# adc_rx

===== config.mk =====
export PLATFORM = sky130hd
export DESIGN_NAME = adc_rx
export DESIGN_NICKNAME = d
export VERILOG_FILES = /design/src/rtl/adc_rx.sv
export SDC_FILE = /design/constraint.sdc
export NUM_CORES = 1
export LEC_CHECK = 0
export CELL_PAD_IN_SITES_DETAIL_PLACEMENT = 1
export CELL_PAD_IN_SITES_GLOBAL_PLACEMENT = 2
export CORE_ASPECT_RATIO = 1.1
export CORE_MARGIN = 3
export CORE_UTILIZATION = 35
export CTS_CLUSTER_SIZE = 20
export DETAILED_ROUTE_END_ITERATION = 7
export PLACE_DENSITY = 0.8
export SLEW_MARGIN = 25
export SYNTH_ARGS = -nofsm -noshare
export SYNTH_HDL_FRONTEND = slang
export SYNTH_SLANG_ARGS = --single-unit

===== constraint.sdc =====
create_clock -name clk -period 3.9 [get_ports clk]
set_input_delay 0.39 -clock clk [delete_from_list [all_inputs] [get_ports clk]]
set_output_delay 0.39 -clock clk [all_outputs]
set_load 0.01 [all_outputs]

===== src/rtl/adc_rx.sv =====
// Serial ADC reader: frames cs/sck, shifts in a 16-bit MSB-first word on sck rising edges,
// and presents it as a parallel word with a one-cycle valid strobe.
module adc_rx #(
    parameter int SCK_DIV = 2,
    parameter int T_CSS   = 2,
    parameter int T_QUIET = 4
) (
    input  logic        clk,
    input  logic        rst_n,
    input  logic        key_state,
    input  logic        en_adc,
    input  logic        sdo,
    output logic        cs,
    output logic        sck,
    output logic [15:0] data_out,
    output logic        data_valid,
    output logic        busy
);

    localparam int TMAX = (T_CSS > T_QUIET) ? T_CSS : T_QUIET;
    localparam int CW   = (TMAX > 1) ? $clog2(TMAX) : 1;
    localparam int DW   = (SCK_DIV > 1) ? $clog2(SCK_DIV) : 1;

    localparam logic [CW-1:0] CSS_LAST   = CW'(T_CSS - 1);
    localparam logic [CW-1:0] QUIET_LAST = CW'(T_QUIET - 1);
    localparam logic [DW-1:0] DIV_LAST   = DW'(SCK_DIV - 1);

    typedef enum logic [1:0] {
        S_IDLE,
        S_SETUP,
        S_SHIFT,
        S_QUIET
    } state_t;

    state_t        state, nxt_state;
    logic [CW-1:0] cnt, nxt_cnt;
    logic [DW-1:0] div_cnt, nxt_div_cnt;
    logic [4:0]    edge_cnt, nxt_edge_cnt;
    logic [15:0]   shreg, nxt_shreg;
    logic          nxt_cs, nxt_sck, nxt_data_valid, nxt_busy;
    logic [15:0]   nxt_data_out;

    always_ff @(posedge clk) begin
        if (!rst_n || !key_state) begin
            state      <= S_IDLE;
            cnt        <= '0;
            div_cnt    <= '0;
            edge_cnt   <= '0;
            shreg      <= '0;
            cs         <= 1'b1;
            sck        <= 1'b0;
            data_out   <= '0;
            data_valid <= 1'b0;
            busy       <= 1'b0;
        end else begin
            state      <= nxt_state;
            cnt        <= nxt_cnt;
            div_cnt    <= nxt_div_cnt;
            edge_cnt   <= nxt_edge_cnt;
            shreg      <= nxt_shreg;
            cs         <= nxt_cs;
            sck        <= nxt_sck;
            data_out   <= nxt_data_out;
            data_valid <= nxt_data_valid;
            busy       <= nxt_busy;
        end
    end

    always_comb begin
        nxt_state      = state;
        nxt_cnt        = cnt;
        nxt_div_cnt    = div_cnt;
        nxt_edge_cnt   = edge_cnt;
        nxt_shreg      = shreg;
        nxt_cs         = cs;
        nxt_sck        = sck;
        nxt_data_out   = data_out;
        nxt_data_valid = 1'b0;

        case (state)
            S_IDLE: begin
                nxt_cs  = 1'b1;
                nxt_sck = 1'b0;
                if (en_adc) begin
                    nxt_state    = S_SETUP;
                    nxt_cs       = 1'b0;
                    nxt_cnt      = '0;
                    nxt_div_cnt  = '0;
                    nxt_edge_cnt = '0;
                end
            end
            S_SETUP: begin
                if (cnt == CSS_LAST) begin
                    nxt_state   = S_SHIFT;
                    nxt_cnt     = '0;
                    nxt_div_cnt = '0;
                end else begin
                    nxt_cnt = cnt + 1'b1;
                end
            end
            S_SHIFT: begin
                if (div_cnt == DIV_LAST) begin
                    nxt_div_cnt = '0;
                    if (!sck) begin
                        // Data is captured on the same edge that drives sck high.
                        nxt_sck      = 1'b1;
                        nxt_shreg    = {shreg[14:0], sdo};
                        nxt_edge_cnt = edge_cnt + 5'd1;
                    end else if (edge_cnt == 5'd16) begin
                        nxt_sck        = 1'b0;
                        nxt_cs         = 1'b1;
                        nxt_data_out   = shreg;
                        nxt_data_valid = 1'b1;
                        nxt_state      = S_QUIET;
                        nxt_cnt        = '0;
                    end else begin
                        nxt_sck = 1'b0;
                    end
                end else begin
                    nxt_div_cnt = div_cnt + 1'b1;
                end
            end
            S_QUIET: begin
                nxt_cs = 1'b1;
                if (cnt == QUIET_LAST) begin
                    nxt_state = S_IDLE;
                    nxt_cnt   = '0;
                end else begin
                    nxt_cnt = cnt + 1'b1;
                end
            end
            default: begin
                nxt_state = S_IDLE;
                nxt_cs    = 1'b1;
                nxt_sck   = 1'b0;
            end
        endcase

        nxt_busy = (nxt_state != S_IDLE);
    end

endmodule


# pattern_serializer_tx

**src/rtl/pattern_serializer_pkg.sv**
```systemverilog
// Shared definitions for the pattern serializer: state encoding, default width
// and the length-field width derivation.
package pattern_serializer_pkg;

   localparam int DEFAULT_WIDTH = 8;

   localparam logic IDLE  = 1'b0;
   localparam logic SHIFT = 1'b1;

   typedef enum logic {
      ST_IDLE  = IDLE,
      ST_SHIFT = SHIFT
   } state_e;

   // Length field must be able to hold the value WIDTH itself.
   function automatic int calc_len_w(input int width);
      return $clog2(width + 1);
   endfunction

endpackage

```
**src/rtl/frame_bit_counter.sv**
```systemverilog
// Loadable down-counter tracking the bits left in the current frame, with
// registered last-bit and zero flags.
module frame_bit_counter #(
   parameter int LEN_W = 4
) (
   input  logic             clk,
   input  logic             reset_n,
   input  logic             load,
   input  logic [LEN_W-1:0] load_val,
   input  logic             dec,
   output logic             is_last,
   output logic             is_zero
);

   logic [LEN_W-1:0] cnt_r;
   logic [LEN_W-1:0] cnt_next_s;

   // next count: load wins over decrement, decrement saturates at zero
   always_comb begin
      cnt_next_s = cnt_r;
      if (load) begin
         cnt_next_s = load_val;
      end else if (dec && (cnt_r != {LEN_W{1'b0}})) begin
         cnt_next_s = cnt_r - LEN_W'(1);
      end else begin
         cnt_next_s = cnt_r;
      end
   end

   // count register and flags decoded from the next count
   always_ff @(posedge clk) begin
      if (!reset_n) begin
         cnt_r   <= {LEN_W{1'b0}};
         is_last <= 1'b0;
         is_zero <= 1'b1;
      end else begin
         cnt_r   <= cnt_next_s;
         is_last <= (cnt_next_s == LEN_W'(1));
         is_zero <= (cnt_next_s == {LEN_W{1'b0}});
      end
   end

endmodule

```
**src/rtl/pattern_serializer_tx.sv**
```systemverilog
// MSB-first serial pattern transmitter with gap-free back-to-back frames.
// Optional frame repeat is enabled by defining PATTERN_SERIALIZER_REPEAT_EN.
module pattern_serializer_tx
   import pattern_serializer_pkg::*;
#(
   parameter int WIDTH = DEFAULT_WIDTH,
   parameter int LEN_W = calc_len_w(WIDTH)
) (
   input  logic             clk,
   input  logic             reset_n,
   input  logic             load_valid,
   output logic             load_ready,
   input  logic [WIDTH-1:0] load_data,
   input  logic [LEN_W-1:0] load_len,
`ifdef PATTERN_SERIALIZER_REPEAT_EN
   input  logic             repeat_en,
`endif
   output logic             x_out,
   output logic             x_valid,
   output logic             x_last,
   output logic             busy
);

   state_e           state_r;
   state_e           state_next_s;
   logic [WIDTH-1:0] shift_r;
   logic [WIDTH-1:0] shift_next_s;
   logic [WIDTH-1:0] aligned_s;
   logic             len_ok_s;
   logic             take_s;
   logic             cnt_load_s;
   logic [LEN_W-1:0] cnt_load_val_s;
   logic             cnt_dec_s;
   logic             cnt_is_last_s;
   logic             cnt_is_zero_s;

`ifdef PATTERN_SERIALIZER_REPEAT_EN
   logic [WIDTH-1:0] held_data_r;
   logic [LEN_W-1:0] held_len_r;
`endif

   // Outputs are pure decodes of registered state; no path from load_* to x_*.
   assign x_valid    = (state_r == ST_SHIFT);
   assign busy       = x_valid;
   assign x_last     = x_valid & cnt_is_last_s;
   assign x_out      = x_valid & shift_r[WIDTH-1];
   assign load_ready = ~x_valid | x_last;

   // Illegal lengths still complete the handshake but never start a frame.
   assign len_ok_s  = (load_len != {LEN_W{1'b0}}) && (load_len <= LEN_W'(WIDTH));
   assign take_s    = load_valid & load_ready & len_ok_s;
   assign aligned_s = load_data << (LEN_W'(WIDTH) - load_len);

   frame_bit_counter #(
      .LEN_W (LEN_W)
   ) u_counter (
      .clk      (clk),
      .reset_n  (reset_n),
      .load     (cnt_load_s),
      .load_val (cnt_load_val_s),
      .dec      (cnt_dec_s),
      .is_last  (cnt_is_last_s),
      .is_zero  (cnt_is_zero_s)
   );

   // next-state, shift register and counter control
   always_comb begin
      state_next_s   = state_r;
      shift_next_s   = shift_r;
      cnt_load_s     = 1'b0;
      cnt_load_val_s = load_len;
      cnt_dec_s      = 1'b0;
      case (state_r)
         ST_IDLE: begin
            if (take_s) begin
               state_next_s = ST_SHIFT;
               shift_next_s = aligned_s;
               cnt_load_s   = 1'b1;
            end else begin
               state_next_s = ST_IDLE;
            end
         end
         ST_SHIFT: begin
            shift_next_s = {shift_r[WIDTH-2:0], 1'b0};
            cnt_dec_s    = ~cnt_is_zero_s;
            if (cnt_is_last_s) begin
               if (take_s) begin
                  shift_next_s = aligned_s;
                  cnt_load_s   = 1'b1;
`ifdef PATTERN_SERIALIZER_REPEAT_EN
               end else if (repeat_en) begin
                  shift_next_s   = held_data_r;
                  cnt_load_s     = 1'b1;
                  cnt_load_val_s = held_len_r;
`endif
               end else begin
                  state_next_s = ST_IDLE;
               end
            end else begin
               state_next_s = ST_SHIFT;
            end
         end
         default: begin
            state_next_s = ST_IDLE;
            shift_next_s = {WIDTH{1'b0}};
         end
      endcase
   end

   // state and shift register
   always_ff @(posedge clk) begin
      if (!reset_n) begin
         state_r <= ST_IDLE;
         shift_r <= {WIDTH{1'b0}};
      end else begin
         state_r <= state_next_s;
         shift_r <= shift_next_s;
      end
   end

`ifdef PATTERN_SERIALIZER_REPEAT_EN
   // held copy of the most recent legal pattern, replayed while repeat_en is high
   always_ff @(posedge clk) begin
      if (!reset_n) begin
         held_data_r <= {WIDTH{1'b0}};
         held_len_r  <= {LEN_W{1'b0}};
      end else if (take_s) begin
         held_data_r <= aligned_s;
         held_len_r  <= load_len;
      end else begin
         held_data_r <= held_data_r;
         held_len_r  <= held_len_r;
      end
   end
`endif

endmodule

```
**config.mk**
```make
export PLATFORM = sky130hd
export DESIGN_NAME = pattern_serializer_tx
export DESIGN_NICKNAME = d
export VERILOG_FILES = /design/src/rtl/pattern_serializer_pkg.sv /design/src/rtl/frame_bit_counter.sv /design/src/rtl/pattern_serializer_tx.sv
export SDC_FILE = /design/constraint.sdc
export NUM_CORES = 1
export LEC_CHECK = 0
export CAP_MARGIN = 20
export CORE_ASPECT_RATIO = 1.4
export CORE_MARGIN = 4
export CORE_UTILIZATION = 61
export CTS_CLUSTER_DIAMETER = 50
export CTS_CLUSTER_SIZE = 10
export DETAILED_ROUTE_END_ITERATION = 10
export DONT_BUFFER_PORTS = 1
export GPL_TIMING_DRIVEN = 0
export PLACE_DENSITY = 0.85
export SLEW_MARGIN = 20
export SYNTH_ARGS = -nofsm -noshare
export SYNTH_HDL_FRONTEND = slang
export SYNTH_SLANG_ARGS = --single-unit
```
**constraint.sdc**
```tcl
create_clock -name clk -period 2.7 [get_ports clk]
set_input_delay 0.27 -clock clk [delete_from_list [all_inputs] [get_ports clk]]
set_output_delay 0.27 -clock clk [all_outputs]
set_load 0.05 [all_outputs]
```
# decode_hazard_stage

$ cat src/rtl/wisc_pkg.sv
// Shared ISA constants for the WISC pipeline: opcodes, branch conditions,
// D/X control-bit layout and the branch condition evaluator.
package wisc_pkg;

    localparam logic [3:0] OP_ADD    = 4'h0;
    localparam logic [3:0] OP_SUB    = 4'h1;
    localparam logic [3:0] OP_XOR    = 4'h2;
    localparam logic [3:0] OP_RED    = 4'h3;
    localparam logic [3:0] OP_SLL    = 4'h4;
    localparam logic [3:0] OP_SRA    = 4'h5;
    localparam logic [3:0] OP_ROR    = 4'h6;
    localparam logic [3:0] OP_PADDSB = 4'h7;
    localparam logic [3:0] OP_LW     = 4'h8;
    localparam logic [3:0] OP_SW     = 4'h9;
    localparam logic [3:0] OP_LLB    = 4'hA;
    localparam logic [3:0] OP_LHB    = 4'hB;
    localparam logic [3:0] OP_B      = 4'hC;
    localparam logic [3:0] OP_BR     = 4'hD;
    localparam logic [3:0] OP_PCS    = 4'hE;
    localparam logic [3:0] OP_HLT    = 4'hF;

    localparam logic [2:0] COND_NE = 3'b000;
    localparam logic [2:0] COND_EQ = 3'b001;
    localparam logic [2:0] COND_GT = 3'b010;
    localparam logic [2:0] COND_LT = 3'b011;
    localparam logic [2:0] COND_GE = 3'b100;
    localparam logic [2:0] COND_LE = 3'b101;
    localparam logic [2:0] COND_OV = 3'b110;
    localparam logic [2:0] COND_AL = 3'b111;

    localparam int DX_CTRL_W    = 8;
    localparam int CTRL_ALUSRC  = 0;
    localparam int CTRL_MEM2REG = 1;
    localparam int CTRL_PCS     = 2;
    localparam int CTRL_REG_WR  = 3;
    localparam int CTRL_MEM_WR  = 4;
    localparam int CTRL_MEM_RD  = 5;
    localparam int CTRL_FLAG_EN = 6;
    localparam int CTRL_HALT    = 7;

    // flags = {Z, V, N}
    function automatic logic cond_met(input logic [2:0] cond, input logic [2:0] flags);
        logic z, v, n;
        z = flags[2];
        v = flags[1];
        n = flags[0];
        case (cond)
            COND_NE: cond_met = !z;
            COND_EQ: cond_met = z;
            COND_GT: cond_met = !z && !n;
            COND_LT: cond_met = n;
            COND_GE: cond_met = z || !n;
            COND_LE: cond_met = n || z;
            COND_OV: cond_met = v;
            default: cond_met = 1'b1;
        endcase
    endfunction

endpackage

$ cat src/rtl/decode_hazard_unit.sv
// Combinational hazard detection for the decode stage: load-use, flag and
// branch-register stalls, plus the BR target forward select from MEM.
module decode_hazard_unit
    import wisc_pkg::*;
#(
    parameter int REG_AW      = 4,
    parameter int BR_DATA_FWD = 1
) (
    input  logic              fd_valid,
    input  logic [REG_AW-1:0] rs,
    input  logic [REG_AW-1:0] rt,
    input  logic              use_rs,
    input  logic              use_rt,
    input  logic              is_br,
    input  logic              flag_dep,
    input  logic [REG_AW-1:0] ex_wr_reg,
    input  logic              ex_reg_write,
    input  logic              ex_mem_read,
    input  logic              ex_flag_en,
    input  logic [REG_AW-1:0] mem_wr_reg,
    input  logic              mem_reg_write,
    input  logic              mem_mem_read,
    output logic              stall,
    output logic              br_fwd
);

    logic load_use;
    logic flag_haz;
    logic mem_hit;
    logic br_ex_haz;
    logic br_mem_haz;

    // Hazard terms and forward select
    always_comb begin
        load_use   = ex_mem_read && (ex_wr_reg != '0) &&
                     ((use_rs && (rs == ex_wr_reg)) || (use_rt && (rt == ex_wr_reg)));
        flag_haz   = flag_dep && ex_flag_en;
        mem_hit    = mem_reg_write && (mem_wr_reg != '0) && (rs == mem_wr_reg);
        br_ex_haz  = is_br && ex_reg_write && (ex_wr_reg != '0) && (rs == ex_wr_reg);
        br_mem_haz = is_br && mem_hit && (mem_mem_read || (BR_DATA_FWD == 0));
        stall      = fd_valid && (load_use || flag_haz || br_ex_haz || br_mem_haz);
        // A loaded value is not yet in mem_alu_result, so loads never forward
        br_fwd     = is_br && mem_hit && !mem_mem_read && (BR_DATA_FWD != 0);
    end

endmodule

$ cat src/rtl/decode_hazard_stage.sv
// Decode stage: control decode, 2R1W register file with write bypass,
// branch resolution, hazard stalls, halt latch and the D/X pipeline register.
module decode_hazard_stage
    import wisc_pkg::*;
#(
    parameter int DATA_W      = 16,
    parameter int REG_AW      = 4,
    parameter int BR_DATA_FWD = 1
) (
    input  logic                 clk,
    input  logic                 rst,
    input  logic                 fd_valid,
    input  logic [DATA_W-1:0]    fd_pc_plus_2,
    input  logic [15:0]          fd_instr,
    input  logic [2:0]           flags,
    input  logic [REG_AW-1:0]    ex_wr_reg,
    input  logic                 ex_reg_write,
    input  logic                 ex_mem_read,
    input  logic                 ex_flag_en,
    input  logic [REG_AW-1:0]    mem_wr_reg,
    input  logic                 mem_reg_write,
    input  logic                 mem_mem_read,
    input  logic [DATA_W-1:0]    mem_alu_result,
    input  logic [REG_AW-1:0]    wb_wr_reg,
    input  logic                 wb_reg_write,
    input  logic [DATA_W-1:0]    wb_data,
    output logic                 stall_fd,
    output logic                 flush_fd,
    output logic [DATA_W-1:0]    branch_target,
    output logic                 halt_out,
    output logic                 dx_valid,
    output logic [DATA_W-1:0]    dx_pc_plus_2,
    output logic [DATA_W-1:0]    dx_rs_data,
    output logic [DATA_W-1:0]    dx_rt_data,
    output logic [DATA_W-1:0]    dx_imm,
    output logic [REG_AW-1:0]    dx_rs,
    output logic [REG_AW-1:0]    dx_rt,
    output logic [REG_AW-1:0]    dx_rd,
    output logic [3:0]           dx_opcode,
    output logic [DX_CTRL_W-1:0] dx_ctrl
);

    localparam int unsigned NREG = 1 << REG_AW;

    logic [DATA_W-1:0]    rf [NREG];

    logic [3:0]           opcode;
    logic [2:0]           cond;
    logic                 is_b, is_br, is_hlt;
    logic                 use_rs, use_rt, flag_dep;
    logic [REG_AW-1:0]    rs, rt, rd;
    logic [DATA_W-1:0]    rs_data, rt_data, imm;
    logic [DATA_W-1:0]    b_target;
    logic [DX_CTRL_W-1:0] ctrl;
    logic                 haz_stall, br_fwd, taken, issue;

    // Field extraction, control decode and immediate generation
    always_comb begin
        opcode   = fd_instr[15:12];
        cond     = fd_instr[11:9];
        is_b     = (opcode == OP_B);
        is_br    = (opcode == OP_BR);
        is_hlt   = (opcode == OP_HLT);
        flag_dep = (is_b || is_br) && (cond != COND_AL);
        rs       = ((opcode == OP_LLB) || (opcode == OP_LHB)) ? fd_instr[11:8] : fd_instr[7:4];
        rt       = ((opcode == OP_LW)  || (opcode == OP_SW))  ? fd_instr[11:8] : fd_instr[3:0];
        rd       = fd_instr[11:8];
        ctrl     = '0;
        imm      = '0;
        use_rs   = 1'b0;
        use_rt   = 1'b0;
        case (opcode)
            OP_ADD, OP_SUB, OP_XOR: begin
                ctrl[CTRL_REG_WR]  = 1'b1;
                ctrl[CTRL_FLAG_EN] = 1'b1;
                use_rs = 1'b1;
                use_rt = 1'b1;
            end
            OP_RED, OP_PADDSB: begin
                ctrl[CTRL_REG_WR] = 1'b1;
                use_rs = 1'b1;
                use_rt = 1'b1;
            end
            OP_SLL, OP_SRA, OP_ROR: begin
                ctrl[CTRL_REG_WR]  = 1'b1;
                ctrl[CTRL_FLAG_EN] = 1'b1;
                ctrl[CTRL_ALUSRC]  = 1'b1;
                imm    = {{(DATA_W-4){1'b0}}, fd_instr[3:0]};
                use_rs = 1'b1;
            end
            OP_LW: begin
                ctrl[CTRL_MEM_RD]  = 1'b1;
                ctrl[CTRL_REG_WR]  = 1'b1;
                ctrl[CTRL_MEM2REG] = 1'b1;
                ctrl[CTRL_ALUSRC]  = 1'b1;
                imm    = {{(DATA_W-4){fd_instr[3]}}, fd_instr[3:0]} << 1;
                use_rs = 1'b1;
            end
            OP_SW: begin
                ctrl[CTRL_MEM_WR] = 1'b1;
                ctrl[CTRL_ALUSRC] = 1'b1;
                imm    = {{(DATA_W-4){fd_instr[3]}}, fd_instr[3:0]} << 1;
                use_rs = 1'b1;
                use_rt = 1'b1;
            end
            OP_LLB, OP_LHB: begin
                ctrl[CTRL_REG_WR] = 1'b1;
                ctrl[CTRL_ALUSRC] = 1'b1;
                imm    = {{(DATA_W-8){1'b0}}, fd_instr[7:0]};
                use_rs = 1'b1;
            end
            OP_BR: begin
                use_rs = 1'b1;
            end
            OP_PCS: begin
                ctrl[CTRL_REG_WR] = 1'b1;
                ctrl[CTRL_PCS]    = 1'b1;
            end
            OP_HLT: begin
                ctrl[CTRL_HALT] = 1'b1;
            end
            default: ;
        endcase
    end

    // Register file reads: R0 is hardwired zero, same-cycle writes bypass
    always_comb begin
        rs_data = rf[rs];
        rt_data = rf[rt];
        if (wb_reg_write && (wb_wr_reg != '0) && (wb_wr_reg == rs)) rs_data = wb_data;
        if (wb_reg_write && (wb_wr_reg != '0) && (wb_wr_reg == rt)) rt_data = wb_data;
        if (rs == '0) rs_data = '0;
        if (rt == '0) rt_data = '0;
    end

    decode_hazard_unit #(
        .REG_AW      (REG_AW),
        .BR_DATA_FWD (BR_DATA_FWD)
    ) u_hazard (
        .fd_valid      (fd_valid),
        .rs            (rs),
        .rt            (rt),
        .use_rs        (use_rs),
        .use_rt        (use_rt),
        .is_br         (is_br),
        .flag_dep      (flag_dep),
        .ex_wr_reg     (ex_wr_reg),
        .ex_reg_write  (ex_reg_write),
        .ex_mem_read   (ex_mem_read),
        .ex_flag_en    (ex_flag_en),
        .mem_wr_reg    (mem_wr_reg),
        .mem_reg_write (mem_reg_write),
        .mem_mem_read  (mem_mem_read),
        .stall         (haz_stall),
        .br_fwd        (br_fwd)
    );

    // Branch resolution and front-end control; halt outranks stall outranks flush
    always_comb begin
        b_target      = fd_pc_plus_2 + ({{(DATA_W-9){fd_instr[8]}}, fd_instr[8:0]} << 1);
        branch_target = is_br ? (br_fwd ? mem_alu_result : rs_data) : b_target;
        taken         = fd_valid && (is_b || is_br) && cond_met(cond, flags);
        issue         = fd_valid && !halt_out && !haz_stall;
        stall_fd      = !rst && (halt_out || haz_stall);
        flush_fd      = !rst && !halt_out && !haz_stall && taken;
    end

    // Register file write port with synchronous clear
    always_ff @(posedge clk) begin
        if (rst) begin
            for (int unsigned i = 0; i < NREG; i++) rf[i] <= '0;
        end else if (wb_reg_write && (wb_wr_reg != '0)) begin
            rf[wb_wr_reg] <= wb_data;
        end
    end

    // Sticky halt latch, set when HLT issues
    always_ff @(posedge clk) begin
        if (rst)
            halt_out <= 1'b0;
        else if (issue && is_hlt)
            halt_out <= 1'b1;
    end

    // D/X pipeline register; anything not issued becomes an all-zero bubble
    always_ff @(posedge clk) begin
        if (rst || !issue) begin
            dx_valid     <= 1'b0;
            dx_pc_plus_2 <= '0;
            dx_rs_data   <= '0;
            dx_rt_data   <= '0;
            dx_imm       <= '0;
            dx_rs        <= '0;
            dx_rt        <= '0;
            dx_rd        <= '0;
            dx_opcode    <= '0;
            dx_ctrl      <= '0;
        end else begin
            dx_valid     <= 1'b1;
            dx_pc_plus_2 <= fd_pc_plus_2;
            dx_rs_data   <= rs_data;
            dx_rt_data   <= rt_data;
            dx_imm       <= imm;
            dx_rs        <= rs;
            dx_rt        <= rt;
            dx_rd        <= rd;
            dx_opcode    <= opcode;
            dx_ctrl      <= ctrl;
        end
    end

endmodule

$ cat config.mk
export PLATFORM = sky130hd
export DESIGN_NAME = decode_hazard_stage
export DESIGN_NICKNAME = d
export VERILOG_FILES = /design/src/rtl/wisc_pkg.sv /design/src/rtl/decode_hazard_unit.sv /design/src/rtl/decode_hazard_stage.sv
export SDC_FILE = /design/constraint.sdc
export NUM_CORES = 1
export LEC_CHECK = 0
export CORE_UTILIZATION = 42
export CTS_CLUSTER_SIZE = 16
export DETAILED_ROUTE_END_ITERATION = 10
export PLACE_DENSITY = 0.67
export RECOVER_POWER = 50
export SLEW_MARGIN = 20
export SYNTH_ARGS = -nofsm -noshare
export SYNTH_HDL_FRONTEND = slang
export SYNTH_SLANG_ARGS = --single-unit
$ cat constraint.sdc
create_clock -name clk -period 6 [get_ports clk]
set_clock_uncertainty 0.2 [all_clocks]
set_input_delay 1.2 -clock clk [delete_from_list [all_inputs] [get_ports clk]]
set_output_delay 1.2 -clock clk [all_outputs]
set_load 0.005 [all_outputs]
# lif_neuron_array

### src/rtl/lif_pkg.sv
// Shared constants and helpers for the LIF neuron blocks.
package lif_pkg;

  // Membrane potentials and currents are signed Q(W-4).4.
  localparam int FRAC_BITS   = 4;
  localparam int THRESH_DEF  = 4 << FRAC_BITS;
  localparam int V_MAX_DEF   = 127;
  localparam int V_MIN_DEF   = -128;
  localparam int V_RESET_DEF = 0;

  // Refractory counter width; REFRAC must fit (0..15).
  localparam int REF_W = 4;

  // Clamp a signed value into [lo, hi].
  function automatic int saturate(input int s, input int lo, input int hi);
    if (s > hi) return hi;
    if (s < lo) return lo;
    return s;
  endfunction

endpackage

### src/rtl/lif_update_unit.sv
// Combinational single-neuron step: leak, integrate, saturate, threshold.
module lif_update_unit
  import lif_pkg::*;
#(
  parameter int W       = 8,
  parameter int LEAK_SH = 3,
  parameter int THRESH  = THRESH_DEF,
  parameter int V_MAX   = V_MAX_DEF,
  parameter int V_MIN   = V_MIN_DEF,
  parameter int V_RESET = V_RESET_DEF,
  parameter int REFRAC  = 2
) (
  input  logic [W-1:0]     v_in,
  input  logic [W-1:0]     i_in,
  input  logic [REF_W-1:0] ref_in,
  output logic [W-1:0]     v_out,
  output logic [REF_W-1:0] ref_out,
  output logic             fire
);

  // Two guard bits cover V - leak + I for any W-bit operands.
  localparam int SW = W + 2;
  localparam logic signed [W-1:0] THRESH_W  = W'(THRESH);
  localparam logic signed [W-1:0] V_RESET_W = W'(V_RESET);

  logic signed [SW-1:0] v_ext;
  logic signed [SW-1:0] i_ext;
  logic signed [SW-1:0] leak;
  logic signed [SW-1:0] sum;
  logic signed [W-1:0]  v_n;

  // Leak/integrate/saturate candidate potential.
  always_comb begin
    v_ext = {{2{v_in[W-1]}}, v_in};
    i_ext = {{2{i_in[W-1]}}, i_in};
    leak  = v_ext >>> LEAK_SH;
    sum   = v_ext - leak + i_ext;
    v_n   = W'(saturate(int'(sum), V_MIN, V_MAX));
  end

  // Refractory hold takes priority over integration; otherwise threshold the candidate.
  always_comb begin
    v_out   = v_in;
    ref_out = ref_in;
    fire    = 1'b0;
    if (ref_in != '0) begin
      ref_out = ref_in - REF_W'(1);
      v_out   = V_RESET_W;
    end else if (v_n >= THRESH_W) begin
      fire    = 1'b1;
      v_out   = V_RESET_W;
      ref_out = REF_W'(REFRAC);
    end else begin
      v_out   = v_n;
    end
  end

endmodule

### src/rtl/lif_neuron_array.sv
// Time-multiplexed array of LIF neurons sharing one update unit.
// One neuron per enabled cycle is stepped, round robin from index 0.
module lif_neuron_array
  import lif_pkg::*;
#(
  parameter int N_NEURONS = 4,
  parameter int W         = 8,
  parameter int LEAK_SH   = 3,
  parameter int THRESH    = THRESH_DEF,
  parameter int V_MAX     = V_MAX_DEF,
  parameter int V_MIN     = V_MIN_DEF,
  parameter int V_RESET   = V_RESET_DEF,
  parameter int REFRAC    = 2,
  parameter int IDXW      = $clog2(N_NEURONS)
) (
  input  logic                 clk,
  input  logic                 rst,
  input  logic                 en,
  input  logic                 in_valid,
  output logic                 in_ready,
  input  logic [IDXW-1:0]      in_idx,
  input  logic [W-1:0]         in_cur,
  output logic                 spk_valid,
  output logic [IDXW-1:0]      spk_idx,
  output logic                 sweep_done,
  output logic [N_NEURONS-1:0] refractory,
  input  logic [IDXW-1:0]      dbg_sel,
  output logic [W-1:0]         dbg_v
);

  localparam logic [IDXW-1:0] LAST_IDX = IDXW'(N_NEURONS - 1);

  logic [W-1:0]     v_q   [N_NEURONS];
  logic [W-1:0]     v_d   [N_NEURONS];
  logic [W-1:0]     i_q   [N_NEURONS];
  logic [W-1:0]     i_d   [N_NEURONS];
  logic [REF_W-1:0] ref_q [N_NEURONS];
  logic [REF_W-1:0] ref_d [N_NEURONS];

  logic [IDXW-1:0]  ptr_q, ptr_d;
  logic             spk_valid_q, spk_valid_d;
  logic [IDXW-1:0]  spk_idx_q, spk_idx_d;
  logic             sweep_done_q, sweep_done_d;

  logic [W-1:0]     cur_v;
  logic [W-1:0]     cur_i;
  logic [REF_W-1:0] cur_ref;
  logic [W-1:0]     upd_v;
  logic [REF_W-1:0] upd_ref;
  logic             upd_fire;

  // Fetch the state of the neuron under the scheduler pointer.
  always_comb begin
    cur_v   = v_q[ptr_q];
    cur_i   = i_q[ptr_q];
    cur_ref = ref_q[ptr_q];
  end

  lif_update_unit #(
    .W       (W),
    .LEAK_SH (LEAK_SH),
    .THRESH  (THRESH),
    .V_MAX   (V_MAX),
    .V_MIN   (V_MIN),
    .V_RESET (V_RESET),
    .REFRAC  (REFRAC)
  ) u_update (
    .v_in    (cur_v),
    .i_in    (cur_i),
    .ref_in  (cur_ref),
    .v_out   (upd_v),
    .ref_out (upd_ref),
    .fire    (upd_fire)
  );

  // Next state: write back the stepped neuron, advance the pointer, latch events, take current writes.
  // The update reads i_q, so a same-cycle write to the active neuron lands for its next slot.
  always_comb begin
    v_d          = v_q;
    i_d          = i_q;
    ref_d        = ref_q;
    ptr_d        = ptr_q;
    spk_valid_d  = 1'b0;
    spk_idx_d    = spk_idx_q;
    sweep_done_d = 1'b0;
    if (en) begin
      v_d[ptr_q]   = upd_v;
      ref_d[ptr_q] = upd_ref;
      spk_valid_d  = upd_fire;
      if (upd_fire) begin
        spk_idx_d = ptr_q;
      end
      sweep_done_d = (ptr_q == LAST_IDX);
      ptr_d        = (ptr_q == LAST_IDX) ? '0 : ptr_q + IDXW'(1);
    end
    if (in_valid && (int'(in_idx) < N_NEURONS)) begin
      i_d[in_idx] = in_cur;
    end
  end

  // State registers with asynchronous clear.
  always_ff @(posedge clk or posedge rst) begin
    if (rst) begin
      for (int k = 0; k < N_NEURONS; k++) begin
        v_q[k]   <= '0;
        i_q[k]   <= '0;
        ref_q[k] <= '0;
      end
      ptr_q        <= '0;
      spk_valid_q  <= 1'b0;
      spk_idx_q    <= '0;
      sweep_done_q <= 1'b0;
    end else begin
      v_q          <= v_d;
      i_q          <= i_d;
      ref_q        <= ref_d;
      ptr_q        <= ptr_d;
      spk_valid_q  <= spk_valid_d;
      spk_idx_q    <= spk_idx_d;
      sweep_done_q <= sweep_done_d;
    end
  end

  // Per-neuron refractory flags and the debug potential read.
  always_comb begin
    refractory = '0;
    dbg_v      = '0;
    for (int k = 0; k < N_NEURONS; k++) begin
      refractory[k] = (ref_q[k] != '0);
      if (dbg_sel == IDXW'(k)) begin
        dbg_v = v_q[k];
      end
    end
  end

  assign in_ready   = ~rst;
  assign spk_valid  = spk_valid_q;
  assign spk_idx    = spk_idx_q;
  assign sweep_done = sweep_done_q;

endmodule

### config.mk
export PLATFORM = sky130hd
export DESIGN_NAME = lif_neuron_array
export DESIGN_NICKNAME = d
export VERILOG_FILES = /design/src/rtl/lif_pkg.sv /design/src/rtl/lif_update_unit.sv /design/src/rtl/lif_neuron_array.sv
export SDC_FILE = /design/constraint.sdc
export NUM_CORES = 1
export LEC_CHECK = 0
export ABC_AREA = 1
export CORE_MARGIN = 8
export CORE_UTILIZATION = 45
export DETAILED_ROUTE_END_ITERATION = 10
export GPL_TIMING_DRIVEN = 0
export PLACE_DENSITY = 0.66
export SETUP_SLACK_MARGIN = 0.4
export SLEW_MARGIN = 20
export SYNTH_ARGS = -nofsm -noshare
export SYNTH_HDL_FRONTEND = slang
export SYNTH_HIERARCHICAL = 1
export SYNTH_SLANG_ARGS = --single-unit
### constraint.sdc
create_clock -name clk -period 3 [get_ports clk]
set_input_delay 0.45 -clock clk [delete_from_list [all_inputs] [get_ports clk]]
set_output_delay 0.45 -clock clk [all_outputs]
set_load 0.02 [all_outputs]
Figure 1. Wiring by layer (adc_rx).
(3 px per um)
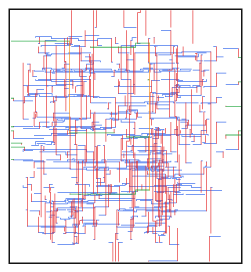
Orange stands for metal 4, wire length 79.6 um. Blue stands for metal 1, wire length 2030 um. Green stands for metal 3, wire length 113 um. Red stands for metal 2, wire length 1930 um.
wire length per cell: 13.3 um
total number of vias: 1492
routed wire length: 4160 um
Global Route Usage Sum: 0.144

==> reports/summary.txt, adc_rx <==
WP data required: 4.10 ns
number of global-route vias before repair: 1577
cell count along the critical path: 6
mapped cell area: 1940 sq um
Metal-1 WL: 2030 um
post-synth top area share: 0.474
yosys stat cell total: 217
startpoint types: flip-flop
GRT met1 Usage: 0.182
Ys Warns: 0
first-pass GRT wire length: 7470 um
slowest cell on the critical path: or2_1
combinational gate area: 950 sq um
outcome: finished, final reports clean
drt first pass iters: 4
reg-to-reg endpoint: state[1]
placed cell area: 2230 sq um
Final Instance Area: 2320 sq um
EDFF count, synth: 0
number of max-cap violations: 0
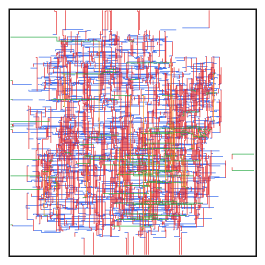
Figure 2: lif_neuron_array, wiring by layer.
(2 px per um)
Red stands for metal 2, wire length 7630 um. Blue stands for metal 1, wire length 6450 um. Orange stands for metal 4, wire length 530 um. Green stands for metal 3, wire length 946 um.
total number of vias: 4921
Global Route Usage Sum: 0.208
routed wire length: 15600 um

Figure 3. Met3 routing (lif_neuron_array).
(2 px per um)
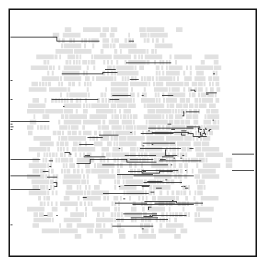
The wires run mostly horizontal. The longest straight run is 32.7 um. 74 nets have wire on it. The layer holds 6.1% of the routed length. The layer carries 946 um of wire.
grt met3 use: 0.0419

==> reports/summary.txt, lif_neuron_array <==
final setup fails: 43
n_taps: 143
flip-flops: 86
Fin. Hold Viols: 0
global route overflow: 0
Final WS setup: -0.432 ns
failing checks: negative setup slack
Ports: 33
worst r2r path cells: 21
Largest logic family: simple AND/OR/NAND/NOR gates
kind of critical path: reg -> reg
list of most frequent post-synthesis cells: nand2_1 (241), inv_1 (95), dfrtp_1 (86), o21ai_0 (86), nand3_1 (34)
synthesized flop and latch total: 86
outcome: finished with violations
Simple-Gate Area Share: 0.276
fin crit period: 3.43 ns
Synth Flop Type: dfrtp_1
Ys Warns: 6
Slew @ Worst Pin: 0.758 ns
Die W: 123 um
CTS Buf Count: 9
wire length per cell: 17.1 um
number of max-cap violations: 0
routability cong.: 0.872
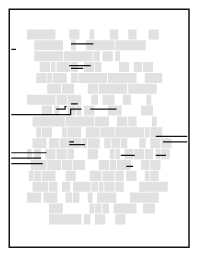
Figure 4: pattern_serializer_tx, met3 routing.
(4 px per um)
15 nets have wire on it. The layer carries 91.0 um of wire. The wires run mostly horizontal. The layer holds 3.6% of the routed length. The longest straight run is 14.7 um.
grt met3 use: 0.0365
total number of vias: 981
routed wire length: 2500 um

==> reports/summary.txt, pattern_serializer_tx <==
# diodes: 0
HP Start: reset_n
CTS max path bufs: 2
XORs/XNORs by Area: 0.0450
critical path fanouts, max: 8
Top reg by flops: shift_r
Final Cycle Share: 0.863
Largest cell class: multi-input combinational cells
insertion delay to the later sink of the worst-skew pair: 0.29 ns
most frequent logic cell in the layout: dfxtp_1
Slew @ Worst Pin: 0.626 ns
OpenROAD warnings: 26
family with the most delay on the worst path: simple AND/OR/NAND/NOR gates
Metal-1 WL: 947 um
Max Transition Viols Final: 0
total die size: 2630 sq um
final setup TNS: 0 ns
Initial Util: 0.641
Area Growth Syn to Fin: 4.72%
Synth Flop Type: dfxtp_1
Synthesized Nets: 147
fin crit period: 2.33 ns
outcome: finished, final reports clean
Final WS setup: 0.369 ns
n_taps: 20
hold_buf cts: 0
Figure 5. Routed clock nets over the placement (decode_hazard_stage).
(2 px per um)
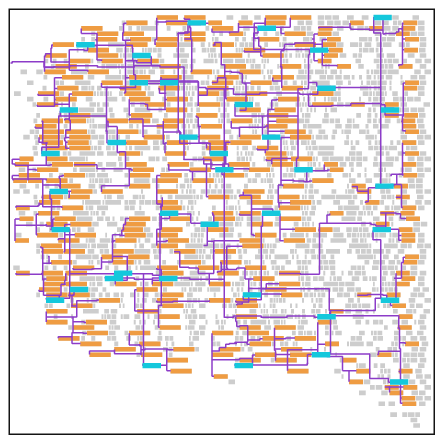
Orange stands for flip-flops, count 338. Purple stands for clock wires, length 4500 um. Cyan stands for clock drivers, count 38.
There are 39 routed clock nets.
insertion delay to the later sink of the worst-skew pair: 0.57 ns

Figure 6. Congestion heat map (decode_hazard_stage).
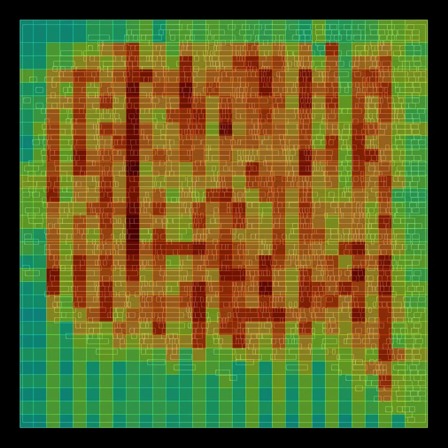
Global Route Usage Sum: 0.283
met2 usage: 0.461
final core occ: 0.531
grt met3 use: 0.0608
GRT met1 Usage: 0.370

==> reports/summary.txt, decode_hazard_stage <==
outcome: finished with violations
failing checks: max-capacitance violations, max-slew violations
synth unique cells: 67
Non-Filler Instances: 2629
Ys Warns: 0
# port buffers: 195
mapped cell area: 18500 sq um
critical path fanouts, max: 13
startpoint types: primary input
Die W: 212 um
Max Transition Viols Final: 33
reg-to-reg endpoint: dx_rt_data[13]
number of max-cap violations: 2
number of global-route vias before repair: 14857
standard-cell row count: 76
Top reg by flops: rf
r2r setup slk: 2.48 ns
final setup fails: 0

==> gallery <==
Sequential cells coloured by netlist name.
shot_01.png
(2 px per um)
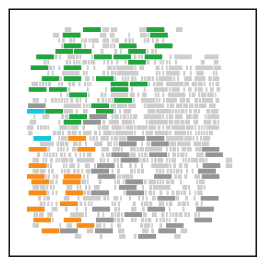
shot_02.png
(4 px per um)
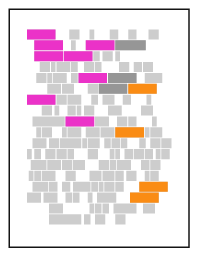
shot_03.png
(3 px per um)
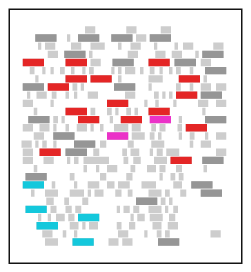
shot_04.png
(1 px per um)
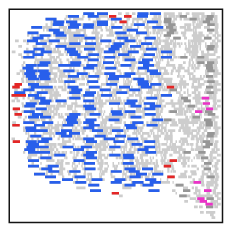
| picture | from |
|---|---|
| shot_02.png | pattern_serializer_tx |
| shot_01.png | lif_neuron_array |
| shot_03.png | adc_rx |
| shot_04.png | decode_hazard_stage |
The one with the largest die is shot_04.png.
The one with the fewest cells is shot_02.png.

Key to shot_04.png:
Red stands for `dx_rt_data`, placed flops 16, where spread over the die. Magenta stands for `dx_imm`, placed flops 9. Blue stands for `rf`, placed flops 256.



==> layout pictures side by side <==
Routed clock nets over the placement.
picture 1
(4 px per um)
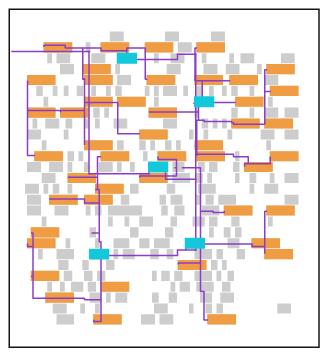
picture 2
(3 px per um)
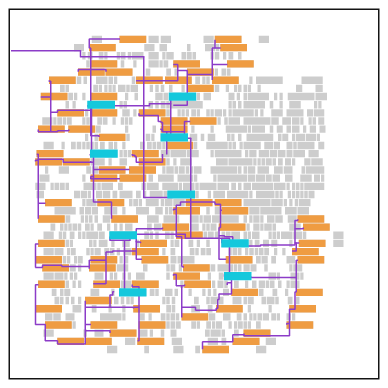
picture 3
(6 px per um)
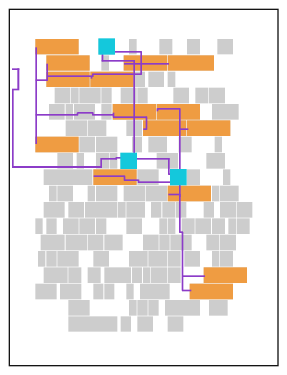
| from | picture |
|---|---|
| pattern_serializer_tx | picture 3 |
| lif_neuron_array | picture 2 |
| adc_rx | picture 1 |

Key to picture 2:
Purple stands for clock wires, length 1060 um. Orange stands for flip-flops, count 86. Cyan stands for clock drivers, count 9.
There are 10 routed clock nets.


## Gallery

Congestion heat map.
(a)
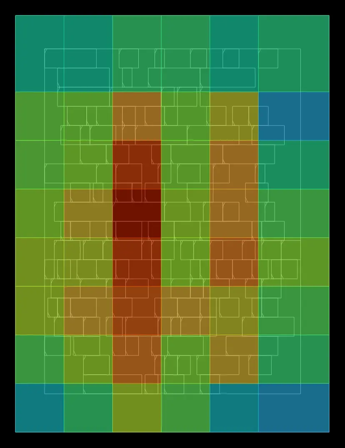
(b)
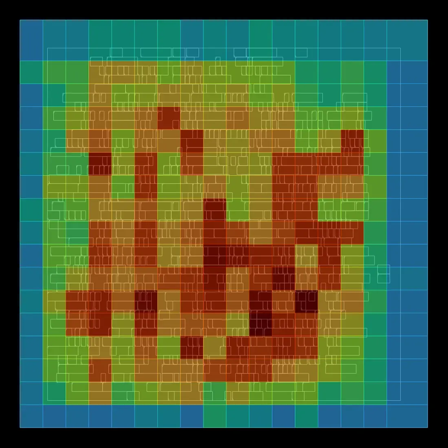
(c)
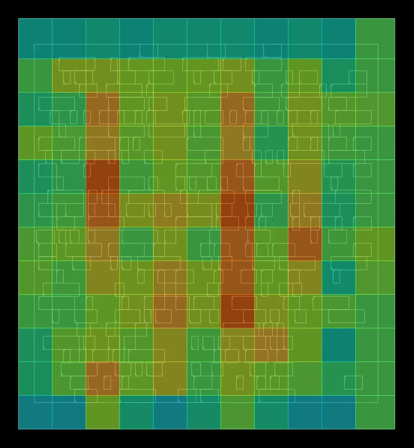
Of these, lowest utilization: (c)
Of these, lowest track usage: (c)
(c) -> adc_rx
(a) -> pattern_serializer_tx
(b) -> lif_neuron_array

